==================== fetch_sequencer
### The clock network, fetch_sequencer

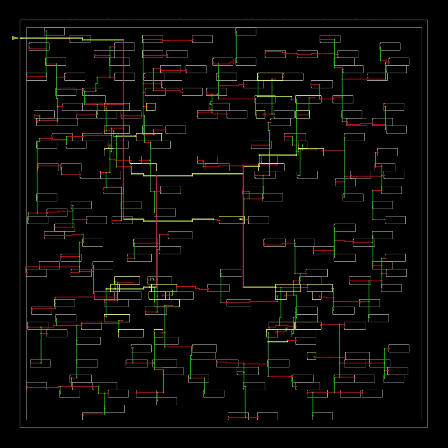

[src/rtl/fetch_pkg.sv]
// Shared widths, constants and FSM state type for the instruction fetch sequencer.
package fetch_pkg;

    localparam int XLEN = 64;
    localparam int ILEN = 32;

    localparam logic [ILEN-1:0] NOP_INSTR   = 32'h0000_0013;
    localparam logic [XLEN-1:0] INSTR_BYTES = 64'd4;
    localparam logic [XLEN-1:0] ALIGN_MASK  = ~64'd3;

    typedef enum logic [2:0] {
        IDLE,
        REQ,
        WAIT,
        HOLD,
        DRAIN,
        FAULT
    } fetch_state_e;

    function automatic logic is_misaligned(input logic [1:0] low_bits);
        return low_bits != 2'b00;
    endfunction

endpackage

[src/rtl/fetch_slot.sv]
// Decode slot register: holds one fetched instruction and its PC until decode consumes it.
module fetch_slot
    import fetch_pkg::*;
(
    input  logic            clk,
    input  logic            rst,
    input  logic            flush,
    input  logic            load,
    input  logic [ILEN-1:0] load_instr,
    input  logic [XLEN-1:0] load_pc,
    input  logic            consume,
    output logic            valid,
    output logic [ILEN-1:0] instr,
    output logic [XLEN-1:0] pc
);

    // Flush beats a refill, and a refill beats a plain consume so back-to-back delivery keeps valid high.
    always_ff @(posedge clk) begin
        if (rst) begin
            valid <= 1'b0;
            instr <= NOP_INSTR;
            pc    <= '0;
        end else if (flush) begin
            valid <= 1'b0;
        end else if (load) begin
            valid <= 1'b1;
            instr <= load_instr;
            pc    <= load_pc;
        end else if (consume) begin
            valid <= 1'b0;
        end
    end

endmodule

[src/rtl/fetch_sequencer.sv]
// Instruction fetch sequencer: one outstanding request, decode slot plus a one-entry hold buffer.
// Define FETCH_MISALIGN_TRAP_EN to trap misaligned redirect targets in the FAULT state.
module fetch_sequencer
    import fetch_pkg::*;
#(
    parameter logic [XLEN-1:0] RESET_PC = 64'h0
) (
    input  logic            clk,
    input  logic            rst,
    output logic            imem_req_valid,
    input  logic            imem_req_ready,
    output logic [XLEN-1:0] imem_req_addr,
    input  logic            imem_rsp_valid,
    input  logic [ILEN-1:0] imem_rsp_data,
    input  logic            redirect_valid,
    input  logic [XLEN-1:0] redirect_pc,
    output logic            instrD_valid,
    output logic [ILEN-1:0] instructionD,
    output logic [XLEN-1:0] pcD,
    input  logic            dec_ready,
    output logic            fetch_fault
);

    fetch_state_e    state_q, state_d;
    logic [XLEN-1:0] pc_q, pc_d;
    logic [ILEN-1:0] hold_q, hold_d;
    logic [XLEN-1:0] redirect_target;
    logic [ILEN-1:0] slot_instr;
    logic            slot_free;
    logic            slot_load;
    logic            outstanding;
    logic            target_bad;
    logic            pc_bad;

`ifdef FETCH_MISALIGN_TRAP_EN
    assign redirect_target = redirect_pc;
    assign target_bad      = is_misaligned(redirect_pc[1:0]);
    assign pc_bad          = is_misaligned(pc_q[1:0]);
    assign fetch_fault     = (state_q == FAULT);
`else
    assign redirect_target = redirect_pc & ALIGN_MASK;
    assign target_bad      = 1'b0;
    assign pc_bad          = 1'b0;
    assign fetch_fault     = 1'b0;
`endif

    assign imem_req_addr = pc_q;
    assign slot_free     = !instrD_valid || dec_ready;

    // A response is still owed to us if the memory just took a request or we are waiting on one.
    // DRAIN counts too, so a redirect coinciding with the stale response does not strand the FSM.
    assign outstanding = ((state_q == WAIT)  && !imem_rsp_valid) ||
                         ((state_q == REQ)   &&  imem_req_ready) ||
                         ((state_q == DRAIN) && !imem_rsp_valid);

    always_comb begin
        state_d        = state_q;
        pc_d           = pc_q;
        hold_d         = hold_q;
        slot_load      = 1'b0;
        slot_instr     = hold_q;
        imem_req_valid = (state_q == REQ);

        if (redirect_valid) begin
            pc_d = redirect_target;
            if (outstanding) begin
                state_d = DRAIN;
            end else if (target_bad) begin
                state_d = FAULT;
            end else begin
                state_d = REQ;
            end
        end else begin
            case (state_q)
                IDLE: begin
                    state_d = REQ;
                end
                REQ: begin
                    if (imem_req_ready) begin
                        state_d = WAIT;
                    end
                end
                WAIT: begin
                    if (imem_rsp_valid) begin
                        if (slot_free) begin
                            slot_load  = 1'b1;
                            slot_instr = imem_rsp_data;
                            pc_d       = pc_q + INSTR_BYTES;
                            state_d    = REQ;
                        end else begin
                            hold_d  = imem_rsp_data;
                            state_d = HOLD;
                        end
                    end
                end
                HOLD: begin
                    if (slot_free) begin
                        slot_load = 1'b1;
                        pc_d      = pc_q + INSTR_BYTES;
                        state_d   = REQ;
                    end
                end
                DRAIN: begin
                    if (imem_rsp_valid) begin
                        state_d = pc_bad ? FAULT : REQ;
                    end
                end
                FAULT: begin
                    state_d = FAULT;
                end
                default: begin
                    state_d = IDLE;
                end
            endcase
        end
    end

    always_ff @(posedge clk) begin
        if (rst) begin
            state_q <= IDLE;
            pc_q    <= RESET_PC;
            hold_q  <= NOP_INSTR;
        end else begin
            state_q <= state_d;
            pc_q    <= pc_d;
            hold_q  <= hold_d;
        end
    end

    fetch_slot u_slot (
        .clk        (clk),
        .rst        (rst),
        .flush      (redirect_valid),
        .load       (slot_load),
        .load_instr (slot_instr),
        .load_pc    (pc_q),
        .consume    (instrD_valid && dec_ready),
        .valid      (instrD_valid),
        .instr      (instructionD),
        .pc         (pcD)
    );

endmodule

[config.mk]
export PLATFORM = sky130hd
export DESIGN_NAME = fetch_sequencer
export DESIGN_NICKNAME = d
export VERILOG_FILES = /design/src/rtl/fetch_pkg.sv /design/src/rtl/fetch_slot.sv /design/src/rtl/fetch_sequencer.sv
export SDC_FILE = /design/constraint.sdc
export NUM_CORES = 1
export LEC_CHECK = 0
export CAP_MARGIN = 20
export CORE_MARGIN = 2
export CORE_UTILIZATION = 43
export DETAILED_ROUTE_END_ITERATION = 10
export PLACE_DENSITY_LB_ADDON = 0.08
export SLEW_MARGIN = 20
export SYNTH_ARGS = -nofsm -noshare
export SYNTH_HDL_FRONTEND = slang
export SYNTH_SLANG_ARGS = --single-unit
[constraint.sdc]
create_clock -name clk -period 2.2 [get_ports clk]
set_input_delay 0.33 -clock clk [delete_from_list [all_inputs] [get_ports clk]]
set_output_delay 0.33 -clock clk [all_outputs]
set_load 0.05 [all_outputs]
==================== delay_sched
<file path="src/rtl/delay_sched.sv">
// Round-robin shared delay timer: one requester at a time owns a counter that runs 0..lim.
// Optional abort/abt ports and cancel behaviour are enabled by defining DELAY_SCHED_ABORT_EN.
module delay_sched #(
  parameter int NREQ    = 4,
  parameter int CBITS   = 15,
  parameter int MAX_LEN = 22500
) (
  input  logic                  clk,
  input  logic                  rst,
  input  logic [NREQ-1:0]       req,
  input  logic [NREQ*CBITS-1:0] len,
  output logic [NREQ-1:0]       gnt,
  output logic [NREQ-1:0]       done,
  output logic                  busy,
  output logic [CBITS-1:0]      cnt,
  output logic                  err
`ifdef DELAY_SCHED_ABORT_EN
  ,
  input  logic                  abort,
  output logic                  abt
`endif
);

  localparam int PBITS = (NREQ > 1) ? $clog2(NREQ) : 1;
  localparam logic [CBITS-1:0] MAX_LIM = CBITS'(MAX_LEN);
  localparam logic [PBITS-1:0] PTR_RST = PBITS'(NREQ - 1);

  typedef enum logic [1:0] {IDLE, RUN, DONE} state_t;

  state_t           r_state, w_state;
  logic [NREQ-1:0]  r_own, w_own;
  logic [CBITS-1:0] r_cnt, w_cnt;
  logic [CBITS-1:0] r_lim, w_lim;
  logic             r_err, w_err;
  logic [PBITS-1:0] r_ptr, w_ptr;
`ifdef DELAY_SCHED_ABORT_EN
  logic             r_abt, w_abt;
`endif

  logic [CBITS-1:0] w_len_arr [NREQ];
  logic             w_found;
  logic [PBITS-1:0] w_cand;
  logic [PBITS-1:0] w_win_idx;
  logic [NREQ-1:0]  w_win_oh;
  logic [CBITS-1:0] w_win_len;

  for (genvar g = 0; g < NREQ; g++) begin : g_len
    assign w_len_arr[g] = len[g*CBITS +: CBITS];
  end

  // Search order starts just past the last winner, so the last owner is considered last.
  always_comb begin
    w_found   = 1'b0;
    w_cand    = '0;
    w_win_idx = '0;
    w_win_oh  = '0;
    w_win_len = '0;
    for (int k = 1; k <= NREQ; k++) begin
      w_cand = PBITS'((int'(r_ptr) + k) % NREQ);
      if (!w_found && req[w_cand]) begin
        w_found          = 1'b1;
        w_win_idx        = w_cand;
        w_win_oh         = '0;
        w_win_oh[w_cand] = 1'b1;
        w_win_len        = w_len_arr[w_cand];
      end
    end
  end

  always_comb begin
    w_state = r_state;
    w_own   = r_own;
    w_cnt   = r_cnt;
    w_lim   = r_lim;
    w_err   = r_err;
    w_ptr   = r_ptr;
`ifdef DELAY_SCHED_ABORT_EN
    w_abt   = 1'b0;
`endif
    case (r_state)
      IDLE: begin
        w_cnt = '0;
        if (w_found) begin
          w_state = RUN;
          w_own   = w_win_oh;
          w_ptr   = w_win_idx;
          if (w_win_len > MAX_LIM) begin
            w_lim = MAX_LIM;
            w_err = 1'b1;
          end else begin
            w_lim = w_win_len;
          end
        end
      end
      RUN: begin
`ifdef DELAY_SCHED_ABORT_EN
        if (abort) begin
          w_state = IDLE;
          w_own   = '0;
          w_cnt   = '0;
          w_abt   = 1'b1;
        end else
`endif
        if (r_cnt == r_lim) begin
          w_state = DONE;
          w_cnt   = '0;
        end else begin
          w_cnt = r_cnt + 1'b1;
        end
      end
      DONE: begin
        w_state = IDLE;
        w_own   = '0;
        w_cnt   = '0;
      end
      default: begin
        w_state = IDLE;
        w_own   = '0;
        w_cnt   = '0;
      end
    endcase
  end

  always_ff @(posedge clk) begin
    if (rst) begin
      r_state <= IDLE;
      r_own   <= '0;
      r_cnt   <= '0;
      r_lim   <= '0;
      r_err   <= 1'b0;
      r_ptr   <= PTR_RST;
`ifdef DELAY_SCHED_ABORT_EN
      r_abt   <= 1'b0;
`endif
    end else begin
      r_state <= w_state;
      r_own   <= w_own;
      r_cnt   <= w_cnt;
      r_lim   <= w_lim;
      r_err   <= w_err;
      r_ptr   <= w_ptr;
`ifdef DELAY_SCHED_ABORT_EN
      r_abt   <= w_abt;
`endif
    end
  end

  // Owner bits drive gnt while running and done for the single completion cycle.
  assign gnt  = (r_state == RUN)  ? r_own : '0;
  assign done = (r_state == DONE) ? r_own : '0;
  assign busy = (r_state == RUN);
  assign cnt  = r_cnt;
  assign err  = r_err;
`ifdef DELAY_SCHED_ABORT_EN
  assign abt  = r_abt;
`endif

endmodule

</file>
<file path="config.mk">
export PLATFORM = sky130hd
export DESIGN_NAME = delay_sched
export DESIGN_NICKNAME = d
export VERILOG_FILES = /design/src/rtl/delay_sched.sv
export SDC_FILE = /design/constraint.sdc
export NUM_CORES = 1
export LEC_CHECK = 0
export ABC_CLOCK_PERIOD_IN_PS = 6100
export CELL_PAD_IN_SITES_DETAIL_PLACEMENT = 1
export CELL_PAD_IN_SITES_GLOBAL_PLACEMENT = 2
export CORE_MARGIN = 3
export CORE_UTILIZATION = 32
export CTS_CLUSTER_DIAMETER = 120
export DETAILED_ROUTE_END_ITERATION = 16
export PLACE_DENSITY = 0.91
export SLEW_MARGIN = 10
export SYNTH_ARGS = -nofsm -noshare
export SYNTH_HDL_FRONTEND = slang
export SYNTH_SLANG_ARGS = --single-unit
</file>
<file path="constraint.sdc">
create_clock -name clk -period 6.1 [get_ports clk]
set_input_delay 1.22 -clock clk [delete_from_list [all_inputs] [get_ports clk]]
set_output_delay 1.22 -clock clk [all_outputs]
set_load 0.01 [all_outputs]
</file>
==================== contador_universal_flat
--- config.mk ---
export PLATFORM = sky130hd
export DESIGN_NAME = contador_universal_flat
export DESIGN_NICKNAME = d
export VERILOG_FILES = /design/src/rtl/contador_universal_if.sv /design/src/rtl/contador_universal.sv /design/src/flat_wrapper.sv
export SDC_FILE = /design/constraint.sdc
export NUM_CORES = 1
export LEC_CHECK = 0
export CORE_AREA = 2 2 39 41
export DETAILED_ROUTE_END_ITERATION = 16
export DIE_AREA = 0 0 41 43
export GPL_TIMING_DRIVEN = 0
export PLACE_DENSITY = 0.83
export SETUP_SLACK_MARGIN = 0.02
export SLEW_MARGIN = 20
export SYNTH_ARGS = -nofsm -noshare
export SYNTH_HDL_FRONTEND = slang
export SYNTH_SLANG_ARGS = --single-unit
export TNS_END_PERCENT = 20
--- constraint.sdc ---
create_clock -name clk -period 4.2 [get_ports clk]
set_input_delay 0.84 -clock clk [delete_from_list [all_inputs] [get_ports clk]]
set_output_delay 0.84 -clock clk [all_outputs]
set_load 0.02 [all_outputs]
--- src/rtl/contador_universal_if.sv ---
// Control and status bundle for contador_universal.
// The master drives controls and observes the count; the slave is the counter.
interface contador_universal_if #(
  parameter int unsigned WIDTH = 4
);
  logic             en;
  logic             up;
  logic             clr;
  logic             load;
  logic [WIDTH-1:0] load_val;
  logic [1:0]       mode;
  logic [WIDTH-1:0] cuenta;
  logic             tc;
  logic             wrap;
  logic             done;

  modport master (
    output en, up, clr, load, load_val, mode,
    input  cuenta, tc, wrap, done
  );

  modport slave (
    input  en, up, clr, load, load_val, mode,
    output cuenta, tc, wrap, done
  );
endinterface

--- src/rtl/contador_universal.sv ---
// Up/down modulo counter with wrap, saturate and one-shot terminal behaviours.
// State updates on the falling clock edge; tc is combinational for cascading.
module contador_universal #(
  parameter int unsigned WIDTH       = 4,
  parameter int unsigned MAX_COUNT   = (2 ** WIDTH) - 1,
  parameter int unsigned RESET_VALUE = 0
) (
  input logic               clk,
  input logic               rst,
  contador_universal_if.slave bus
);

  localparam logic [WIDTH-1:0] MAX_V = WIDTH'(MAX_COUNT);
  localparam logic [WIDTH-1:0] RST_V = WIDTH'(RESET_VALUE);

  typedef enum logic {RUN, DONE} state_t;

  state_t           state, state_next;
  logic [WIDTH-1:0] cuenta_q, cuenta_next;
  logic             wrap_q, wrap_next;
  logic             done_q;
  logic [WIDTH-1:0] terminal;
  logic             at_term;

  always_comb begin
    terminal    = bus.up ? MAX_V : '0;
    at_term     = (cuenta_q == terminal);
    state_next  = state;
    cuenta_next = cuenta_q;
    wrap_next   = 1'b0;
    if (bus.clr) begin
      cuenta_next = RST_V;
      state_next  = RUN;
    end else if (bus.load) begin
      cuenta_next = (bus.load_val > MAX_V) ? MAX_V : bus.load_val;
      state_next  = RUN;
    end else if (state == DONE) begin
      // Leaving DONE via a mode change releases the hold but does not count that edge.
      if (bus.mode != 2'b10) state_next = RUN;
    end else if (bus.en) begin
      if (!at_term) begin
        cuenta_next = bus.up ? cuenta_q + WIDTH'(1) : cuenta_q - WIDTH'(1);
      end else begin
        case (bus.mode)
          2'b01:   ;
          2'b10:   state_next = DONE;
          default: begin
            cuenta_next = bus.up ? '0 : MAX_V;
            wrap_next   = 1'b1;
          end
        endcase
      end
    end
  end

  always_ff @(negedge clk or posedge rst) begin
    if (rst) begin
      state    <= RUN;
      cuenta_q <= RST_V;
      wrap_q   <= 1'b0;
      done_q   <= 1'b0;
    end else begin
      state    <= state_next;
      cuenta_q <= cuenta_next;
      wrap_q   <= wrap_next;
      done_q   <= (state_next == DONE);
    end
  end

  assign bus.cuenta = cuenta_q;
  assign bus.wrap   = wrap_q;
  assign bus.done   = done_q;
  assign bus.tc     = bus.en & at_term & (state == RUN) & ~bus.clr & ~bus.load;

endmodule
--- src/flat_wrapper.sv ---
// flat-port wrapper written by rule: the top's interface ports become plain ports
module contador_universal_flat 
#(
  parameter int unsigned WIDTH       = 4,
  parameter int unsigned MAX_COUNT   = (2 ** WIDTH) - 1,
  parameter int unsigned RESET_VALUE = 0
)
  (clk, rst, bus_en, bus_up, bus_clr, bus_load, bus_load_val, bus_mode, bus_cuenta, bus_tc, bus_wrap, bus_done);
  contador_universal_if #(.WIDTH(WIDTH)) bus_i ();
  input logic clk;
  input logic rst;
  input wire logic [$bits(bus_i.en)-1:0] bus_en;
  input wire logic [$bits(bus_i.up)-1:0] bus_up;
  input wire logic [$bits(bus_i.clr)-1:0] bus_clr;
  input wire logic [$bits(bus_i.load)-1:0] bus_load;
  input wire logic [$bits(bus_i.load_val)-1:0] bus_load_val;
  input wire logic [$bits(bus_i.mode)-1:0] bus_mode;
  output wire logic [$bits(bus_i.cuenta)-1:0] bus_cuenta;
  output wire logic [$bits(bus_i.tc)-1:0] bus_tc;
  output wire logic [$bits(bus_i.wrap)-1:0] bus_wrap;
  output wire logic [$bits(bus_i.done)-1:0] bus_done;
  assign bus_i.en = bus_en;
  assign bus_i.up = bus_up;
  assign bus_i.clr = bus_clr;
  assign bus_i.load = bus_load;
  assign bus_i.load_val = bus_load_val;
  assign bus_i.mode = bus_mode;
  assign bus_cuenta = bus_i.cuenta;
  assign bus_tc = bus_i.tc;
  assign bus_wrap = bus_i.wrap;
  assign bus_done = bus_i.done;
  contador_universal #(.WIDTH(WIDTH), .MAX_COUNT(MAX_COUNT), .RESET_VALUE(RESET_VALUE)) u_core (.clk(clk), .rst(rst), .bus(bus_i));
endmodule
==================== gnpd_to_dti_conv
$ cat src/rtl/gnpd_to_dti_conv.sv
// GNPD <-> DTI stream converter at the TCU node.
// Two-entry skid buffers both ways, threshold-gated response packets.
module gnpd_to_dti_conv #(
  parameter logic [5:0] NODE_ID = 6'd0
) (
  input  logic        clk,
  input  logic        rst_n,
  input  logic        req_valid,
  output logic        req_ready,
  input  logic [89:0] req_payload,
  input  logic [5:0]  req_srcid,
  input  logic        req_last,
  output logic        req_threshold,
  output logic        req_tvalid,
  output logic [79:0] req_tdata,
  output logic [9:0]  req_tkeep,
  output logic        req_tlast,
  output logic [5:0]  req_ttid,
  input  logic        req_tready,
  input  logic        rsp_tvalid,
  input  logic [79:0] rsp_tdata,
  input  logic [9:0]  rsp_tkeep,
  input  logic        rsp_tlast,
  input  logic [5:0]  rsp_ttid,
  output logic        rsp_tready,
  output logic        rsp_valid,
  input  logic        rsp_ready,
  output logic [89:0] rsp_payload,
  output logic [5:0]  rsp_srcid,
  output logic [5:0]  rsp_tgtid,
  output logic        rsp_qos,
  output logic        rsp_last,
  input  logic        rsp_threshold,
  output logic        err_tid_switch
);

  typedef enum logic {IDLE, PKT} rsp_st_e;

  // Request buffer: {payload, srcid, last}
  logic [96:0] rq_in;
  logic [96:0] rq_main_q, rq_main_d;
  logic [96:0] rq_skid_q, rq_skid_d;
  logic        rq_mv_q, rq_mv_d;
  logic        rq_sv_q, rq_sv_d;
  logic        rq_rdy_q, rq_rdy_d;
  logic        rq_thr_q, rq_thr_d;
  logic        rq_push, rq_pop;
  logic        rq_inpkt_q, rq_inpkt_d;
  logic [5:0]  rq_tid_q, rq_tid_d;

  // Response buffer: {tdata, tkeep, ttid, tlast}
  logic [96:0] rs_in;
  logic [96:0] rs_main_q, rs_main_d;
  logic [96:0] rs_skid_q, rs_skid_d;
  logic        rs_mv_q, rs_mv_d;
  logic        rs_sv_q, rs_sv_d;
  logic        rs_rdy_q, rs_rdy_d;
  logic        rs_gate;
  logic        rs_push, rs_pop;
  rsp_st_e     rs_st_q, rs_st_d;
  logic [5:0]  cur_tid_q, cur_tid_d;

  logic        err_q, err_d;

  assign rq_in   = {req_payload, req_srcid, req_last};
  assign rq_push = req_valid && rq_rdy_q;
  assign rq_pop  = rq_mv_q && req_tready;

  assign rs_in   = {rsp_tdata, rsp_tkeep, rsp_ttid, rsp_tlast};
  // Threshold only gates the first beat; mid-packet it is ignored.
  assign rs_gate = (rs_st_q == PKT) || rsp_threshold;
  assign rs_push = rsp_tvalid && rs_rdy_q && rs_gate;
  assign rs_pop  = rs_mv_q && rsp_ready;

  // Request skid next-state; skid only fills while main stalls.
  always_comb begin
    rq_main_d = rq_main_q;
    rq_skid_d = rq_skid_q;
    rq_mv_d   = rq_mv_q;
    rq_sv_d   = rq_sv_q;
    if (rq_pop) begin
      if (rq_sv_q) begin
        rq_main_d = rq_skid_q;
        rq_sv_d   = 1'b0;
      end else if (rq_push) begin
        rq_main_d = rq_in;
      end else begin
        rq_mv_d = 1'b0;
      end
    end else if (rq_push) begin
      if (!rq_mv_q) begin
        rq_main_d = rq_in;
        rq_mv_d   = 1'b1;
      end else begin
        rq_skid_d = rq_in;
        rq_sv_d   = 1'b1;
      end
    end
    rq_rdy_d = !rq_sv_d;
    rq_thr_d = !rq_mv_d;
  end

  // Request buffer registers.
  always_ff @(posedge clk) begin
    if (!rst_n) begin
      rq_main_q <= '0;
      rq_skid_q <= '0;
      rq_mv_q   <= 1'b0;
      rq_sv_q   <= 1'b0;
      rq_rdy_q  <= 1'b0;
      rq_thr_q  <= 1'b0;
    end else begin
      rq_main_q <= rq_main_d;
      rq_skid_q <= rq_skid_d;
      rq_mv_q   <= rq_mv_d;
      rq_sv_q   <= rq_sv_d;
      rq_rdy_q  <= rq_rdy_d;
      rq_thr_q  <= rq_thr_d;
    end
  end

  // Response skid next-state, same scheme as the request side.
  always_comb begin
    rs_main_d = rs_main_q;
    rs_skid_d = rs_skid_q;
    rs_mv_d   = rs_mv_q;
    rs_sv_d   = rs_sv_q;
    if (rs_pop) begin
      if (rs_sv_q) begin
        rs_main_d = rs_skid_q;
        rs_sv_d   = 1'b0;
      end else if (rs_push) begin
        rs_main_d = rs_in;
      end else begin
        rs_mv_d = 1'b0;
      end
    end else if (rs_push) begin
      if (!rs_mv_q) begin
        rs_main_d = rs_in;
        rs_mv_d   = 1'b1;
      end else begin
        rs_skid_d = rs_in;
        rs_sv_d   = 1'b1;
      end
    end
    rs_rdy_d = !rs_sv_d;
  end

  // Response buffer registers.
  always_ff @(posedge clk) begin
    if (!rst_n) begin
      rs_main_q <= '0;
      rs_skid_q <= '0;
      rs_mv_q   <= 1'b0;
      rs_sv_q   <= 1'b0;
      rs_rdy_q  <= 1'b0;
    end else begin
      rs_main_q <= rs_main_d;
      rs_skid_q <= rs_skid_d;
      rs_mv_q   <= rs_mv_d;
      rs_sv_q   <= rs_sv_d;
      rs_rdy_q  <= rs_rdy_d;
    end
  end

  // Packet tracking both ways; tid switches mid-packet raise sticky error.
  always_comb begin
    rs_st_d    = rs_st_q;
    cur_tid_d  = cur_tid_q;
    rq_inpkt_d = rq_inpkt_q;
    rq_tid_d   = rq_tid_q;
    err_d      = err_q;
    if (rs_push) begin
      if (rs_st_q == IDLE) begin
        cur_tid_d = rsp_ttid;
        rs_st_d   = rsp_tlast ? IDLE : PKT;
      end else begin
        if (rsp_ttid != cur_tid_q) err_d = 1'b1;
        if (rsp_tlast) rs_st_d = IDLE;
      end
    end
    if (rq_push) begin
      if (!rq_inpkt_q) rq_tid_d = req_srcid;
      else if (req_srcid != rq_tid_q) err_d = 1'b1;
      rq_inpkt_d = !req_last;
    end
  end

  // Response FSM and packet-tracking state.
  always_ff @(posedge clk) begin
    if (!rst_n) begin
      rs_st_q    <= IDLE;
      cur_tid_q  <= '0;
      rq_inpkt_q <= 1'b0;
      rq_tid_q   <= '0;
      err_q      <= 1'b0;
    end else begin
      rs_st_q    <= rs_st_d;
      cur_tid_q  <= cur_tid_d;
      rq_inpkt_q <= rq_inpkt_d;
      rq_tid_q   <= rq_tid_d;
      err_q      <= err_d;
    end
  end

  assign req_ready      = rq_rdy_q;
  assign req_threshold  = rq_thr_q;
  assign req_tvalid     = rq_mv_q;
  assign req_tdata      = rq_main_q[96:17];
  assign req_tkeep      = rq_main_q[16:7];
  assign req_ttid       = rq_main_q[6:1];
  assign req_tlast      = rq_main_q[0];

  assign rsp_tready     = rs_rdy_q && rs_gate;
  assign rsp_valid      = rs_mv_q;
  assign rsp_payload    = rs_main_q[96:7];
  assign rsp_tgtid      = rs_main_q[6:1];
  assign rsp_last       = rs_main_q[0];
  assign rsp_srcid      = NODE_ID;
  assign rsp_qos        = 1'b1;
  assign err_tid_switch = err_q;

endmodule

$ cat config.mk
export PLATFORM = sky130hd
export DESIGN_NAME = gnpd_to_dti_conv
export DESIGN_NICKNAME = d
export VERILOG_FILES = /design/src/rtl/gnpd_to_dti_conv.sv
export SDC_FILE = /design/constraint.sdc
export NUM_CORES = 1
export LEC_CHECK = 0
export CORE_UTILIZATION = 28
export DETAILED_ROUTE_END_ITERATION = 8
export GPL_ROUTABILITY_DRIVEN = 1
export PLACE_DENSITY = 0.54
export SLEW_MARGIN = 25
export SYNTH_ARGS = -nofsm -noshare
export SYNTH_HDL_FRONTEND = slang
export SYNTH_SLANG_ARGS = --single-unit
$ cat constraint.sdc
create_clock -name clk -period 2.03 [get_ports clk]
set_clock_uncertainty 0.05 [all_clocks]
set_input_delay 0.203 -clock clk [delete_from_list [all_inputs] [get_ports clk]]
set_output_delay 0.203 -clock clk [all_outputs]
set_load 0.01 [all_outputs]

==> layout pictures side by side <==
The metal 3 layer.
image #1
Drawn at 4 px/µm. Cells faint in the background.
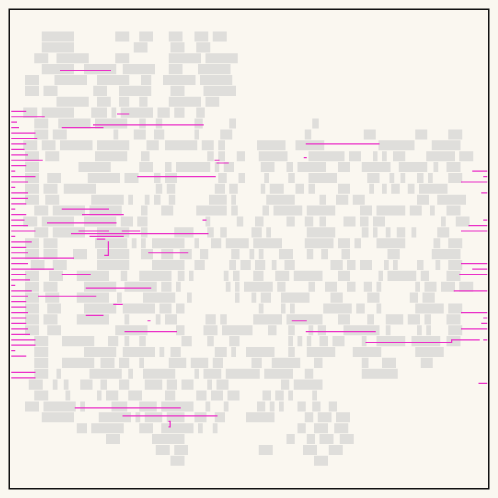
image #2
Drawn at 2 px/µm. Cells faint in the background.
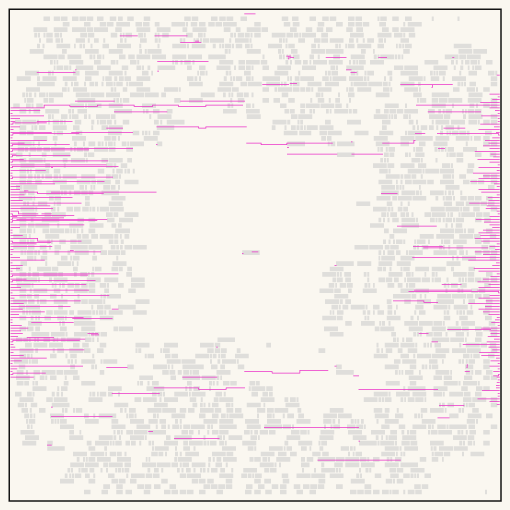
image #3
Drawn at 12 px/µm. Cells faint in the background.
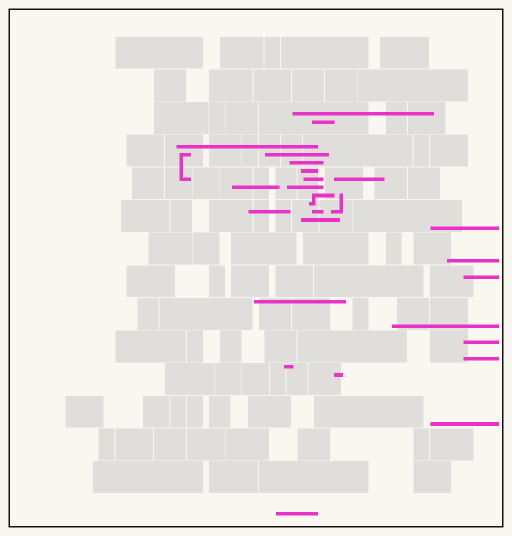
image #4
Drawn at 3 px/µm. Cells faint in the background.
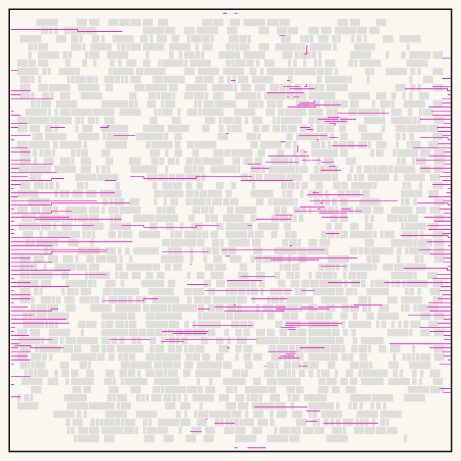
image #1 -> delay_sched
image #4 -> fetch_sequencer
image #3 -> contador_universal_flat
image #2 -> gnpd_to_dti_conv

Key to image #3:
The layer carries 102 µm of wire. 23 nets have wire on it. The longest straight run is 11.5 µm.

### Routed clock nets over the placement, gnpd_to_dti_conv

Drawn at 1.5 px/µm.
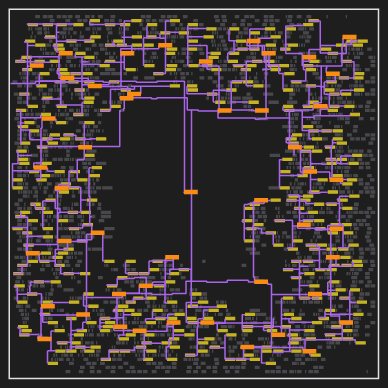
Key: clock drivers = orange [count 48]; flip-flops = yellow [count 410]; clock wires = purple [length 5,780 µm]
There are 49 routed clock nets. Position of the flops: all over the die.

==> Slide: Implementation Results, gnpd_to_dti_conv <==
Key Metrics from the Run

Outcome
  • Status: finished clean

Final timing
  • Pins Over Slew Limit: 0
  • Hold Fails Final Rpt: 0
  • RSZ-0062 raised after global routing: false

Power
  • Psw: 4.684 mW
  • Clk pwr share: between 40% and 50%
  • Peak supply drop: 0.5293 mV

Yosys
  • Yosys top cell by area: dfxtp_1
  • Adder share: 0%
  • Ys flop type: dfxtp_1
  • Synth warnings: 0
  • EDFF count, synth: 0
  • Mux share: approximately an eighth

Cells and area
  • Non-clock buffer count: 482
  • Core Util, Final: between 40% and 50%
  • Top cell excl fill/tap: dfxtp_1
  • Multi-input combinational area share: around a third

Route
  • Post-route ant nets: 0
  • Vias post-DR: 13,800

Critical path
  • CP delay by family, top: buffers and inverters
  • Critical path startpoint category: flop
  • Crit Path Category: flop to primary output
  • Crit path capture: rsp_valid
  • Reg-to-reg slack, setup: about 0.38 ns

Floorplan
  • Core Area: 0.05803 mm²

Run
  • OpenROAD warning count: 26

Global routing
  • M1 GR Usage: around a fifth
==> gnpd_to_dti_conv: metrics by stage <==
stage | cells | area, µm²
finish | 2995 | 23310
global route | 2994 | 23310
CTS | 2994 | 23300
detailed placement | 2908 | 21730
global placement | 2908 | 21730
floorplan | 1822 | 16570
==> gnpd_to_dti_conv: power groups by stage <==
stage               registers (mW)  logic, mW  clock network, mW
floorplan                     8.81      0.881                  0
global placement              8.72       2.31                  0
detailed placement            8.73       2.33                  0
CTS                           8.56       2.34               8.86
global route                  8.59       2.51               9.18
finish                        8.56       2.31               8.51
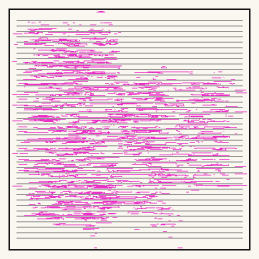
*Met1 routing, delay_sched*
Drawn at 2 px/µm. Supply wires on this layer in gray.
The layer carries 5,420 µm of wire. 480 nets have wire on it. The wires run mostly horizontal. The layer holds 45% of the routed length. The longest straight run is 31.3 µm.

### Routed clock nets over the placement, delay_sched

Drawn at 3 px/µm.
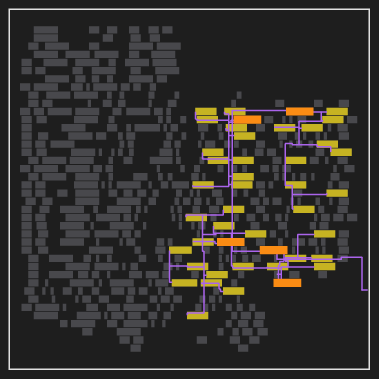
Key: clock wires = purple [length 518 µm]; flip-flops = yellow [count 39]; clock drivers = orange [count 5]
There are 6 routed clock nets.

==> Slide: Implementation Results, delay_sched <==
Key Metrics from the Run

Route
  • Post-route ant nets: 0

Power
  • Psw: approximately 1.0 mW
  • Clk pwr share: about 11%
  • Peak supply drop: roughly 0.29 mV
  • Pwr dens: 421.2 mW/mm²

Cells and area
  • Clock Buffer Count: 7
  • Antenna cell count: 0
  • Top cell excl fill/tap: clkdlybuf4s50_1
  • Top logic cells by instance count in the layout: clkdlybuf4s50_1, mux4_2, nor2_1, dfxtp_1, nand2_1

Critical path
  • CP endpoint kind: flop
  • Worst EP arrival: about 4.6 ns
  • Reg-to-reg slack, setup: between 1.5 and 2 ns
  • Data required, critical path: 6.25 ns

Yosys
  • XOR/XNOR Area Share: under 10%
  • Mux share: 36.42%
  • Yosys reg bits: 39
  • Adder share: about 2.4%

Clock tree
  • CTS tree: yes
  • Cts bufs inserted: 5
  • Number of setup buffers added after CTS: 0

Placed design
  • Hpwl dp: 9.549 mm

Final timing
  • Hold_ws: 0.4904 ns
  • FMAX: between 200 and 250 MHz

Outcome
  • Status: finished clean
delay_sched: routing by layer:
metal  track usage, %  part of all wire (%)
met4            3.436                   1.0
met5                0                     0
met2            28.57                    49
met1            23.34                    45
met3            2.451                   5.1
delay_sched: metrics by stage:
stage | total power, mW | area, µm² | instances
2_1_floorplan | 1.616 | 4123 | 407
3_5_place_dp | 1.968 | 5110 | 636
3_3_place_gp | 1.919 | 5110 | 636
4_1_cts | 2.225 | 5248 | 644
6_report | 2.210 | 5248 | 644
5_1_grt | 2.394 | 5248 | 644
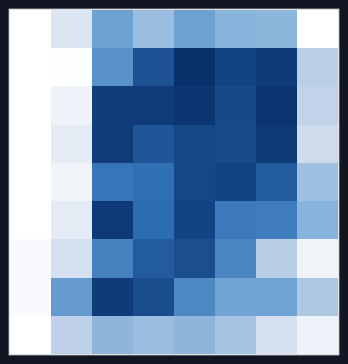
*Cell area per tile, contador_universal_flat*
Drawn at 8 px/µm. The die is cut into 8 by 9 equal tiles; white is low, dark blue is high, 0 to 100% covered.
13% of the tiles are nearly empty. 33% of the tiles are over 75% full. The densest ninth of the die: center. The emptiest ninth of the die: upper left.

==> Slide: Implementation Results, contador_universal_flat <==
Key Metrics from the Run

Final timing
  • Final setup vio count: 1
  • Fin worst setup slack: -0.2749 ns

Placed design
  • Placed cell count: about 100
  • Hpwl dp: 1.153 mm

Global routing
  • M1 GR Usage: between 20% and 30%
  • First-pass GRT wire length: 2.380 mm

Outcome
  • Failing checks: setup timing
  • Status: finished with violations

Yosys
  • Adder share: around a tenth

Cells and area
  • Filler Cells Inserted: ~100
  • Storage cell area: between 150 and 200 µm²

Floorplan
  • Die Area: approximately 0.0018 mm²
  • Die X: slightly above 40 µm

Power
  • Power after layout: between 0.2 and 0.25 mW
  • Pwr dens: 262.0 mW/mm²

Route
  • Vias per cell: slightly below 6

Min path
  • Worst Hold Class: flop to flop

Run
  • OpenROAD warning count: 29
-- contador_universal_flat: synthesized netlist by cell type (2+ instances only) --
| cell | instances |
|---|---|
| a211oi_1 | 2 |
| a21oi_1 | 5 |
| a31oi_1 | 2 |
| and3b_1 | 2 |
| dfrtn_1 | 6 |
| ha_1 | 3 |
| inv_1 | 8 |
| mux2_4 | 2 |
| nand2_1 | 5 |
| nand3_1 | 2 |
| nor2_1 | 4 |
| nor3_1 | 2 |
-- contador_universal_flat: power by group --
group	internal, mW	leakage (nW)	switching, mW
logic	0.0594	0.319	0.0566
registers	0.0634	0.0791	0.00687
clock network	0.0324	0.0138	0.0214
### Routed clock nets over the placement, fetch_sequencer

Drawn at 2 px/µm.
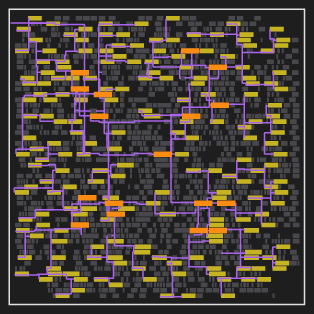
Key: clock drivers = orange [count 17]; clock wires = purple [length 2,300 µm]; flip-flops = yellow [count 192]
There are 18 routed clock nets.

## Picture notes: 'The clock network' of fetch_sequencer
cts bufs inserted: 17
clk sink count: 192

==> Slide: Implementation Results, fetch_sequencer <==
Key Metrics from the Run

Yosys
  • Adder share: less than 1%
  • Synth cell types: 54

Route
  • First-pass DRT Iterations: 5
  • DRT Wirelength: about 29 mm
  • DR WL met3: between 2 and 2.5 mm
  • Post-route ant nets: 0
  • Met1 Wirelength: ~13 mm

Cells and area
  • Antenna cell count: 0
  • Finished Layout Cells: 1,710
  • Top logic cells by instance count in the layout: clkdlybuf4s50_1, nand2_1, dfxtp_1, buf_4

Outcome
  • Status: finished clean

Final timing
  • FMAX: ~470 MHz
  • Minimum clock period after layout: 2.149 ns

Min path
  • Min-Delay Endpoint: u_slot.pc[58]$_SDFFE_PP0P_

Power
  • Seq. pwr: ~3.7 mW

Critical path
  • CP startpoint: dec_ready
fetch_sequencer: state kept, by name, indices dropped and copies added (netlist names):
signal	count
imem_req_addr	62
u_slot.pc	62
hold_q	32
u_slot.instr	32
state_q	3
u_slot.valid	1
fetch_sequencer: through the flow:
stage / TNS, ns / utilization [%] / total power, mW
2_1_floorplan: -0.08869 / - / 4.495
3_3_place_gp: -4.174 / 62.15 / 5.095
3_5_place_dp: -5.267 / 62.15 / 5.106
4_1_cts: 0 / 65.20 / 8.222
5_1_grt: -0.05642 / 65.89 / 8.485
6_report: 0 / 65.89 / 8.169


## Gallery

Met1 routing.
shot_01.png
Drawn at 2 px/µm. Supply wires on this layer in gray.
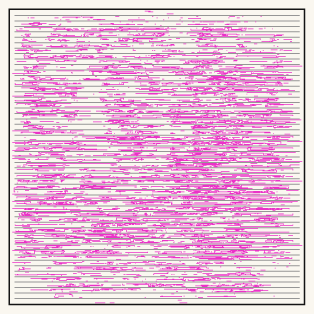
shot_02.png
Drawn at 1 px/µm. Supply wires on this layer in gray.
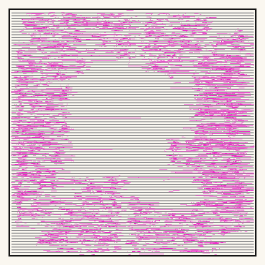
shot_03.png
Drawn at 6 px/µm. Supply wires on this layer in gray.
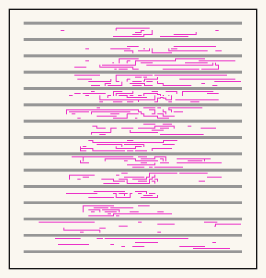
- shot_01.png = fetch_sequencer
- shot_03.png = contador_universal_flat
- shot_02.png = gnpd_to_dti_conv
The one with the smallest die is shot_03.png.
The one with the largest die is shot_02.png.

Key to shot_03.png:
The longest straight run is 13.8 µm. 98 nets have wire on it. The wires run mostly horizontal.


==> screenshots <==
Cell area per tile.
(a)
Drawn at 1.5 px/µm. The die is cut into 25 by 25 equal tiles; white is low, dark blue is high, 0 to 100% covered.
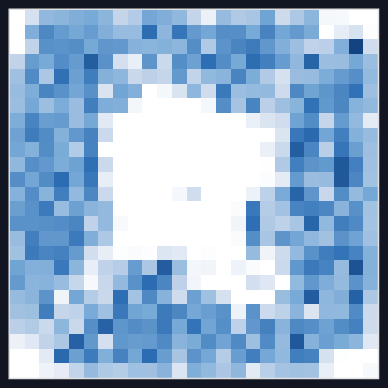
(b)
Drawn at 2 px/µm. The die is cut into 15 by 15 equal tiles; white is low, dark blue is high, 0 to 100% covered.
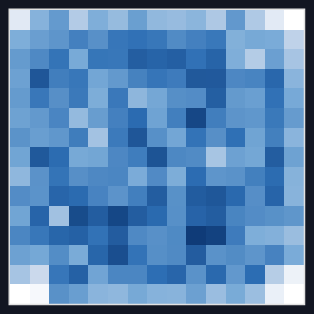
(c)
Drawn at 3 px/µm. The die is cut into 12 by 12 equal tiles; white is low, dark blue is high, 0 to 100% covered.
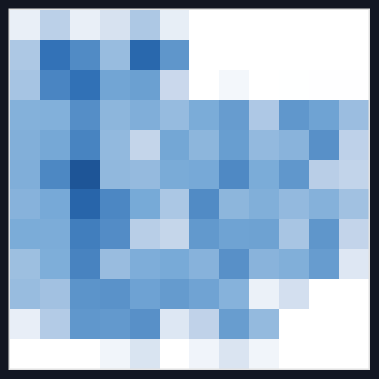
(c): delay_sched
(b): fetch_sequencer
(a): gnpd_to_dti_conv
- smallest die: (c)
- largest die: (a)

Power and IR drop assume default switching activity.
